# aes_round_mix_stage_flat

`config.mk`:
```
export PLATFORM = sky130hd
export DESIGN_NAME = aes_round_mix_stage_flat
export DESIGN_NICKNAME = d
export VERILOG_FILES = /design/src/rtl/aes_round_mix_stage_if.sv /design/src/rtl/aes_round_mix_stage.sv /design/src/flat_wrapper.sv
export SDC_FILE = /design/constraint.sdc
export NUM_CORES = 1
export LEC_CHECK = 0
export CORE_MARGIN = 3
export CORE_UTILIZATION = 30
export DETAILED_ROUTE_END_ITERATION = 8
export PLACE_DENSITY = 0.59
export SETUP_SLACK_MARGIN = 0.05
export SLEW_MARGIN = 10
export SYNTH_ARGS = -nofsm -noshare
export SYNTH_HDL_FRONTEND = slang
export SYNTH_SLANG_ARGS = --single-unit
```
`constraint.sdc`:
```
create_clock -name clk -period 2.8 [get_ports clk]
set_input_delay 0.56 -clock clk [delete_from_list [all_inputs] [get_ports clk]]
set_output_delay 0.56 -clock clk [all_outputs]
set_load 0.01 [all_outputs]
```
`src/rtl/aes_round_mix_stage_if.sv`:
```
// Handshake and data bundle for the AES round back-half stage.
// The upstream producer / downstream consumer side is "master"; the stage itself is "slave".
interface aes_round_mix_stage_if;
  logic         in_valid;
  logic         in_ready;
  logic [0:127] sb_data;
  logic [0:127] round_key;
  logic         last_round;
  logic         out_valid;
  logic         out_ready;
  logic [0:127] out_data;

  modport slave (
    input  in_valid,
    input  sb_data,
    input  round_key,
    input  last_round,
    input  out_ready,
    output in_ready,
    output out_valid,
    output out_data
  );

  modport master (
    output in_valid,
    output sb_data,
    output round_key,
    output last_round,
    output out_ready,
    input  in_ready,
    input  out_valid,
    input  out_data
  );
endinterface

```
`src/rtl/aes_round_mix_stage.sv`:
```
// AES encryption round back-half: ShiftRows, MixColumns (bypassed on the final
// round) and AddRoundKey, split over two registered stages with valid/ready flow.
// Byte k of every 128-bit bus occupies bits [8k:8k+7]; the state is column-major
// (row = k mod 4, col = k div 4).
module aes_round_mix_stage (
  input  logic                  clk,
  input  logic                  rst,
  aes_round_mix_stage_if.slave  bus
);

  // GF(2^8) doubling, reduction polynomial 0x11B
  function automatic logic [7:0] xtime(input logic [7:0] b);
    return {b[6:0], 1'b0} ^ (b[7] ? 8'h1b : 8'h00);
  endfunction

  function automatic logic [7:0] mul3(input logic [7:0] b);
    return xtime(b) ^ b;
  endfunction

  logic [0:127] sr_data;
  logic [0:127] mc_data;
  logic [0:127] s1_data_next;

  logic         s1_valid_reg;
  logic [0:127] s1_data_reg;
  logic [0:127] s1_key_reg;
  logic         s2_valid_reg;
  logic [0:127] s2_data_reg;

  logic s2_free;
  logic s1_adv;
  logic in_xfer;
  logic out_xfer;

  // ShiftRows is pure wiring: output (r,c) takes input (r,(c+r) mod 4)
  generate
    for (genvar gi = 0; gi < 16; gi++) begin : g_shift_rows
      localparam int ROW = gi % 4;
      localparam int COL = gi / 4;
      localparam int SRC = 4 * ((COL + ROW) % 4) + ROW;
      assign sr_data[8*gi +: 8] = bus.sb_data[8*SRC +: 8];
    end
  endgenerate

  // MixColumns, one circulant matrix multiply per state column
  generate
    for (genvar gi = 0; gi < 4; gi++) begin : g_mix_columns
      logic [7:0] b0, b1, b2, b3;
      assign b0 = sr_data[32*gi      +: 8];
      assign b1 = sr_data[32*gi + 8  +: 8];
      assign b2 = sr_data[32*gi + 16 +: 8];
      assign b3 = sr_data[32*gi + 24 +: 8];
      assign mc_data[32*gi      +: 8] = xtime(b0) ^ mul3(b1) ^ b2 ^ b3;
      assign mc_data[32*gi + 8  +: 8] = b0 ^ xtime(b1) ^ mul3(b2) ^ b3;
      assign mc_data[32*gi + 16 +: 8] = b0 ^ b1 ^ xtime(b2) ^ mul3(b3);
      assign mc_data[32*gi + 24 +: 8] = mul3(b0) ^ b1 ^ b2 ^ xtime(b3);
    end
  endgenerate

  // The final round skips MixColumns; the flag is sampled with the block
  assign s1_data_next = bus.last_round ? sr_data : mc_data;

  // Flow control: a stage may advance when the stage after it is empty or draining
  assign s2_free  = !s2_valid_reg || bus.out_ready;
  assign s1_adv   = s1_valid_reg && s2_free;
  assign in_xfer  = bus.in_valid && bus.in_ready;
  assign out_xfer = s2_valid_reg && bus.out_ready;

  assign bus.in_ready  = !s1_valid_reg || s1_adv;
  assign bus.out_valid = s2_valid_reg;
  assign bus.out_data  = s2_data_reg;

  // Stage 1: capture the mixed state and its round key on an input transfer
  always_ff @(posedge clk) begin
    if (rst) begin
      s1_valid_reg <= 1'b0;
      s1_data_reg  <= '0;
      s1_key_reg   <= '0;
    end else if (in_xfer) begin
      s1_valid_reg <= 1'b1;
      s1_data_reg  <= s1_data_next;
      s1_key_reg   <= bus.round_key;
    end else if (s1_adv) begin
      s1_valid_reg <= 1'b0;
    end
  end

  // Stage 2: AddRoundKey into the output register; holds while stalled
  always_ff @(posedge clk) begin
    if (rst) begin
      s2_valid_reg <= 1'b0;
      s2_data_reg  <= '0;
    end else if (s1_adv) begin
      s2_valid_reg <= 1'b1;
      s2_data_reg  <= s1_data_reg ^ s1_key_reg;
    end else if (out_xfer) begin
      s2_valid_reg <= 1'b0;
    end
  end

endmodule

```
`src/flat_wrapper.sv`:
```
// flat-port wrapper written by rule: the top's interface ports become plain ports
module aes_round_mix_stage_flat 
  (clk, rst, bus_in_valid, bus_sb_data, bus_round_key, bus_last_round, bus_out_ready, bus_in_ready, bus_out_valid, bus_out_data);
  aes_round_mix_stage_if bus_i ();
  input  logic clk;
  input  logic rst;
  input wire logic [$bits(bus_i.in_valid)-1:0] bus_in_valid;
  input wire logic [$bits(bus_i.sb_data)-1:0] bus_sb_data;
  input wire logic [$bits(bus_i.round_key)-1:0] bus_round_key;
  input wire logic [$bits(bus_i.last_round)-1:0] bus_last_round;
  input wire logic [$bits(bus_i.out_ready)-1:0] bus_out_ready;
  output wire logic [$bits(bus_i.in_ready)-1:0] bus_in_ready;
  output wire logic [$bits(bus_i.out_valid)-1:0] bus_out_valid;
  output wire logic [$bits(bus_i.out_data)-1:0] bus_out_data;
  assign bus_i.in_valid = bus_in_valid;
  assign bus_i.sb_data = bus_sb_data;
  assign bus_i.round_key = bus_round_key;
  assign bus_i.last_round = bus_last_round;
  assign bus_i.out_ready = bus_out_ready;
  assign bus_in_ready = bus_i.in_ready;
  assign bus_out_valid = bus_i.out_valid;
  assign bus_out_data = bus_i.out_data;
  aes_round_mix_stage u_core (.clk(clk), .rst(rst), .bus(bus_i));
endmodule
```
# gray_conv_arb

## src/rtl/gray_pkg.sv

```systemverilog
// Shared constants and types for the two-requester gray-code converter.
package gray_pkg;

    localparam int GRAY_WIDTH_DEF = 4;

    typedef enum logic {
        MODE_B2G = 1'b0,
        MODE_G2B = 1'b1
    } mode_e;

    typedef logic req_id_t;

endpackage

```

## src/rtl/gray_conv.sv

```systemverilog
// Combinational binary<->gray converter; gray->binary exists only when
// GRAY_CONV_ARB_G2B_EN is defined, otherwise every operand is binary->gray.
module gray_conv
    import gray_pkg::*;
#(
    parameter int WIDTH = GRAY_WIDTH_DEF
) (
    input  logic [WIDTH-1:0] data,
    input  logic             mode,
    output logic [WIDTH-1:0] result
);

    logic [WIDTH-1:0] b2g_s;
`ifdef GRAY_CONV_ARB_G2B_EN
    logic [WIDTH-1:0] g2b_s;
`else
    logic             unused_mode_s;
    assign unused_mode_s = mode;
`endif

    for (genvar i = 0; i < WIDTH; i++) begin : g_bit
        if (i == WIDTH - 1) begin : g_msb
            assign b2g_s[i] = data[i];
        end else begin : g_low
            assign b2g_s[i] = data[i+1] ^ data[i];
        end
`ifdef GRAY_CONV_ARB_G2B_EN
        // Each binary bit is the parity of all gray bits at or above it.
        assign g2b_s[i] = ^data[WIDTH-1:i];
`endif
    end

    // Result select between the two conversion directions.
    always_comb begin
        result = b2g_s;
`ifdef GRAY_CONV_ARB_G2B_EN
        if (mode == MODE_G2B) begin
            result = g2b_s;
        end else begin
            result = b2g_s;
        end
`endif
    end

endmodule

```

## src/rtl/gray_conv_arb.sv

```systemverilog
// Round-robin arbiter sharing one gray converter between two requesters,
// with a single registered output slot and a handshake counter.
// Optional gray->binary support: GRAY_CONV_ARB_G2B_EN.
module gray_conv_arb
    import gray_pkg::*;
#(
    parameter int WIDTH = GRAY_WIDTH_DEF,
    parameter int CNT_W = 8
) (
    input  logic             clk,
    input  logic             rst,
    input  logic             req0_valid,
    output logic             req0_ready,
    input  logic [WIDTH-1:0] req0_data,
    input  logic             req0_mode,
    input  logic             req1_valid,
    output logic             req1_ready,
    input  logic [WIDTH-1:0] req1_data,
    input  logic             req1_mode,
    output logic             out_valid,
    input  logic             out_ready,
    output logic [WIDTH-1:0] out_data,
    output logic             out_id,
    output logic [CNT_W-1:0] conv_cnt
);

    logic             rr_r;
    logic             out_valid_r;
    logic [WIDTH-1:0] out_data_r;
    req_id_t          out_id_r;
    logic [CNT_W-1:0] conv_cnt_r;

    logic             slot_free_s;
    logic             grant0_s;
    logic             grant1_s;
    logic [WIDTH-1:0] sel_data_s;
    logic             sel_mode_s;
    logic [WIDTH-1:0] conv_result_s;

    // Grant decision; readies are forced low while reset is held.
    always_comb begin
        slot_free_s = !out_valid_r || out_ready;
        grant0_s    = 1'b0;
        grant1_s    = 1'b0;
        if (!rst && slot_free_s) begin
            grant0_s = req0_valid && (!req1_valid || (rr_r == 1'b0));
            grant1_s = req1_valid && (!req0_valid || (rr_r == 1'b1));
        end else begin
            grant0_s = 1'b0;
            grant1_s = 1'b0;
        end
    end

    // Operand mux feeding the shared converter.
    always_comb begin
        if (grant1_s) begin
            sel_data_s = req1_data;
            sel_mode_s = req1_mode;
        end else begin
            sel_data_s = req0_data;
            sel_mode_s = req0_mode;
        end
    end

    gray_conv #(.WIDTH(WIDTH)) u_conv (
        .data   (sel_data_s),
        .mode   (sel_mode_s),
        .result (conv_result_s)
    );

    // Output slot, round-robin pointer and handshake counter.
    always_ff @(posedge clk) begin
        if (rst) begin
            rr_r        <= 1'b0;
            out_valid_r <= 1'b0;
            out_data_r  <= '0;
            out_id_r    <= 1'b0;
            conv_cnt_r  <= '0;
        end else begin
            if (out_valid_r && out_ready) begin
                conv_cnt_r <= conv_cnt_r + CNT_W'(1);
            end
            if (grant0_s || grant1_s) begin
                out_valid_r <= 1'b1;
                out_data_r  <= conv_result_s;
                out_id_r    <= grant1_s;
                rr_r        <= !grant1_s;
            end else if (out_valid_r && out_ready) begin
                out_valid_r <= 1'b0;
            end
        end
    end

    assign req0_ready = grant0_s;
    assign req1_ready = grant1_s;
    assign out_valid  = out_valid_r;
    assign out_data   = out_data_r;
    assign out_id     = out_id_r;
    assign conv_cnt   = conv_cnt_r;

endmodule

```

## config.mk

```make
export PLATFORM = sky130hd
export DESIGN_NAME = gray_conv_arb
export DESIGN_NICKNAME = d
export VERILOG_FILES = /design/src/rtl/gray_pkg.sv /design/src/rtl/gray_conv.sv /design/src/rtl/gray_conv_arb.sv
export SDC_FILE = /design/constraint.sdc
export NUM_CORES = 1
export LEC_CHECK = 0
export CAP_MARGIN = 20
export CORE_MARGIN = 1
export CORE_UTILIZATION = 44
export CTS_CLUSTER_DIAMETER = 80
export DETAILED_ROUTE_END_ITERATION = 16
export GPL_TIMING_DRIVEN = 1
export PLACE_DENSITY = 0.89
export SKIP_CTS_REPAIR_TIMING = 1
export SLEW_MARGIN = 20
export SYNTH_ARGS = -nofsm -noshare
export SYNTH_HDL_FRONTEND = slang
export SYNTH_SLANG_ARGS = --single-unit
```

## constraint.sdc

```tcl
create_clock -name clk -period 2.8 [get_ports clk]
set_input_delay 0.84 -clock clk [delete_from_list [all_inputs] [get_ports clk]]
set_output_delay 0.84 -clock clk [all_outputs]
set_load 0.1 [all_outputs]
```


==> screenshots <==
Signal wires by layer.
panel A
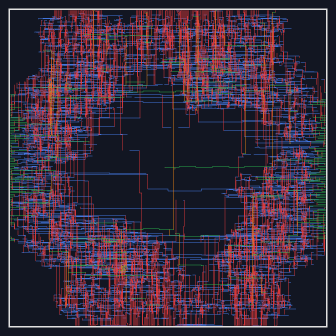
panel B
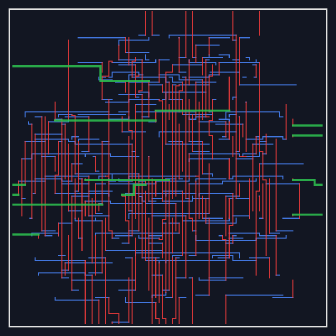
Panel B comes from gray_conv_arb.
Panel A comes from aes_round_mix_stage_flat.

Key to panel B:
legend:
  met3:
    color: green
    wire_length: 94.9 um
  met2:
    color: red
    wire_length: 1060 um
  met1:
    color: blue
    wire_length: 746 um

**gray_conv_arb: clock wires, drivers and flops**

Bar = 10 um.
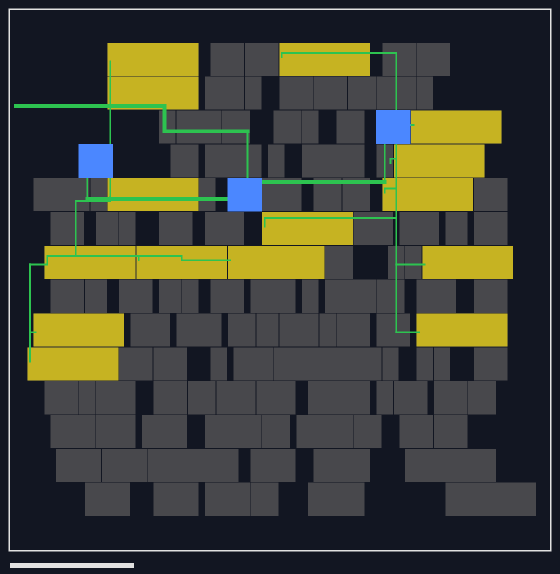
legend:
  flip-flops:
    color: yellow
    count: 15
  cells driving clock nets:
    color: blue
    count: 3
  clock wires:
    color: green
    length: 154 um
routed clock nets: 4

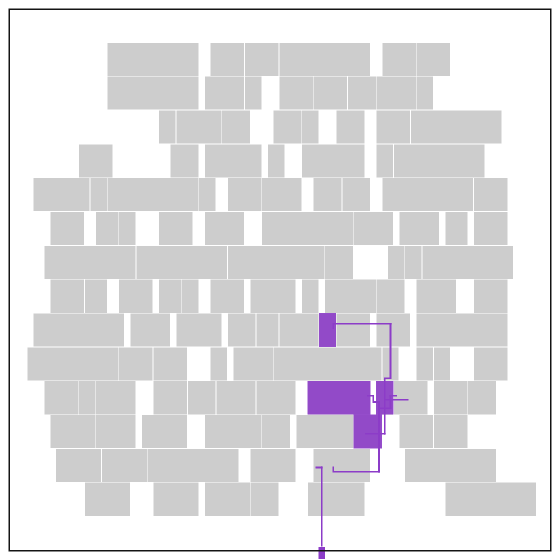
**Above:** gray_conv_arb (I/O nets highlighted).
legend:
  `req0_valid`:
    color: purple
    bits: 1
    direction: input
    edge: bottom
    end_cells: 4
    buffers: 2
    wire: 37.8 um

==> flow_metrics.tcl, gray_conv_arb <==
# metrics dict for downstream scripts
set metrics [dict create \
    areaGrowthSynthToFinish_pct 53.2 \
    ys_sh_adder 0.0166 \
    dieArea_um2 1880 \
    synth-simple-area-share 0.290 \
    clkLatencyLatePin_ns 0.28 \
    top_power_group "registers" \
    sh_seq_area 0.261 \
    cp-start-kind "input port" \
    rr_endpoint "out_data[3]" \
    post-place-ws_ns -0.0941 \
    ys_sh_mux 0.0265 \
    clk_share 0.0227 \
    comb_area_frac 0.399 \
    pwr.group.clock_mw 0.117 \
    outcome "finished, violations left" \
    area_leaders "dfxtp_1, xor2_1, nand4_1" \
    max_stage_delay_ns 0.35 \
    die_y_um 43.4 \
    grt_overflow_total 0 \
    post-route-drc-count 2 \
    routedWlPerCell_um 13.8 \
    nNonClkBuffers 37 \
    top_cell_area_share 0.398 \
    ys_ff 15 \
    n_fill_cell 123 \
    violations "DRC" \
    path_cells "dlymetal6s2s_1, nor2b_4, nor4b_4, buf_12" \
    crit_path_start "req0_valid" \
    reg2reg_depth 5 \
    cp.depth 4 \
    drv_cap 0 \
    final-instance-count-excl-fill 137 \
    powerComb_mw 0.177 \
    fp_nets 99 \
    finalCriticalPeriod_ns 2.54 \
    warnings 29 \
    p_sw_frac 0.352 \
]
[gray_conv_arb: per-layer routing]
metal	vias to the layer above	track usage	routed length, um	share of wire
li1	364	-	-	-
met1	355	0.241	745	0.39
met2	17	0.418	1060	0.56
met3	0	0.0792	94	0.050
met4	0	0.0188	0	0
met5	-	0	0	0
[gray_conv_arb: sequential cells by signal (all words and copies together) (netlist names)]
| signal | flops |
|---|---|
| out_data | 4 |
| rr_r | 1 |
| conv_cnt | 8 |
| out_valid | 1 |
| out_id | 1 |
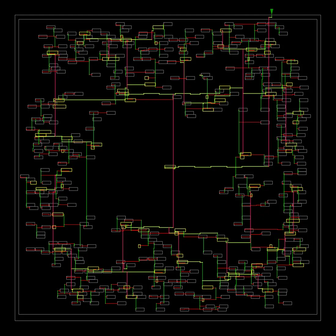
**Above:** aes_round_mix_stage_flat (clock nets).
Power Clock: 6.29 mW
CTS Buf Count: 46

==> flow_metrics.tcl, aes_round_mix_stage_flat <==
# metrics dict for downstream scripts
set metrics [dict create \
    nMultiInputCombCells 1608 \
    coreArea_um2 64700 \
    skew_ns 0.0172 \
    outcome "complete, no violations" \
    p_sw_mw 4.48 \
    comb_area_frac 0.428 \
    p_sw_frac 0.279 \
    grt.met3_usage 0.0263 \
    initCoreUtil 0.304 \
    end_kind "output pin" \
    clkbuf_count 65 \
    areaGrowthSynthToFinish_pct 32.5 \
    logic_family "XOR/XNOR gates" \
    power_leakage_nw 9.42 \
    gr-usage-all-layers 0.175 \
    grt-busiest-layer "met2" \
    synth-simple-area-share 0.138 \
    dieArea_um2 68700 \
    finalHoldViolCount 0 \
    p_clk_frac 0.392 \
    wl_met2_um 29500 \
    layout.cells.most_common "clkdlybuf4s50_1" \
    drt_iter0_markers 953 \
    rows 93 \
    hold_ws_ns 0.382 \
    yosysWarnings 0 \
    layout-drive-gt1-share 0.0587 \
    well_tap_count 855 \
    rr_endpoint "u_core.s1_data_reg[56]" \
]
## aes_round_mix_stage_flat: per-stage QoR
step,instance area [um2],utilization
global route,26100,0.403
CTS,26100,0.403
global placement,24500,0.378
finish,26100,0.403
detailed placement,24500,0.378
floorplan,19700,-
## aes_round_mix_stage_flat: synth_stat cells (all sizes together)
cell type  number
xor3            2
nor2          202
o21ai           1
xnor2         359
nand3          44
nand2         263
mux2i          56
a21oi         175
xor2           75
clkbuf        113
o211ai         44
nor3            5
o21a            1
nand3b         67
a31oi          22
o211a           5
a211oi        184
or3            23
xnor3          44
inv             2
nor2b          14
o21bai         22
dfxtp         386
buf            66


## Gallery

Logic cells by family.
image #1
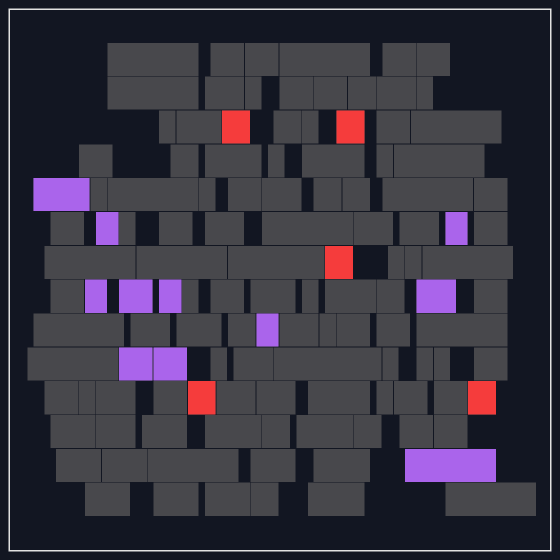
image #2
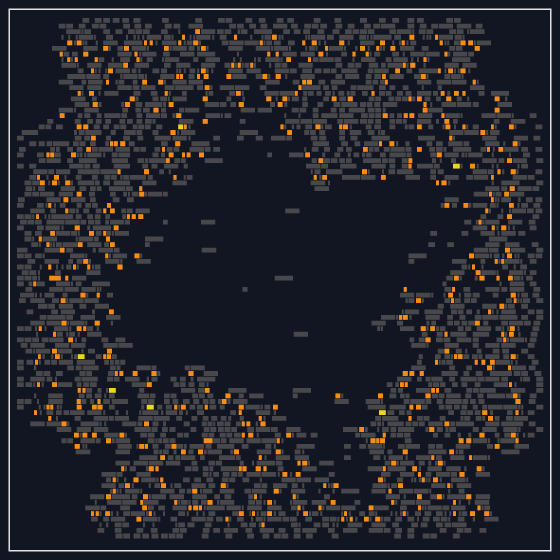
- image #2 = aes_round_mix_stage_flat
- image #1 = gray_conv_arb

Key to image #1:
legend:
  AND and OR gates:
    color: red
    cells: 5
    most_used: and3_1
  inverting AOI/OAI gates:
    color: purple
    cells: 11
    most_used: a21oi_1

Power is estimated from default activity; no workload was simulated.
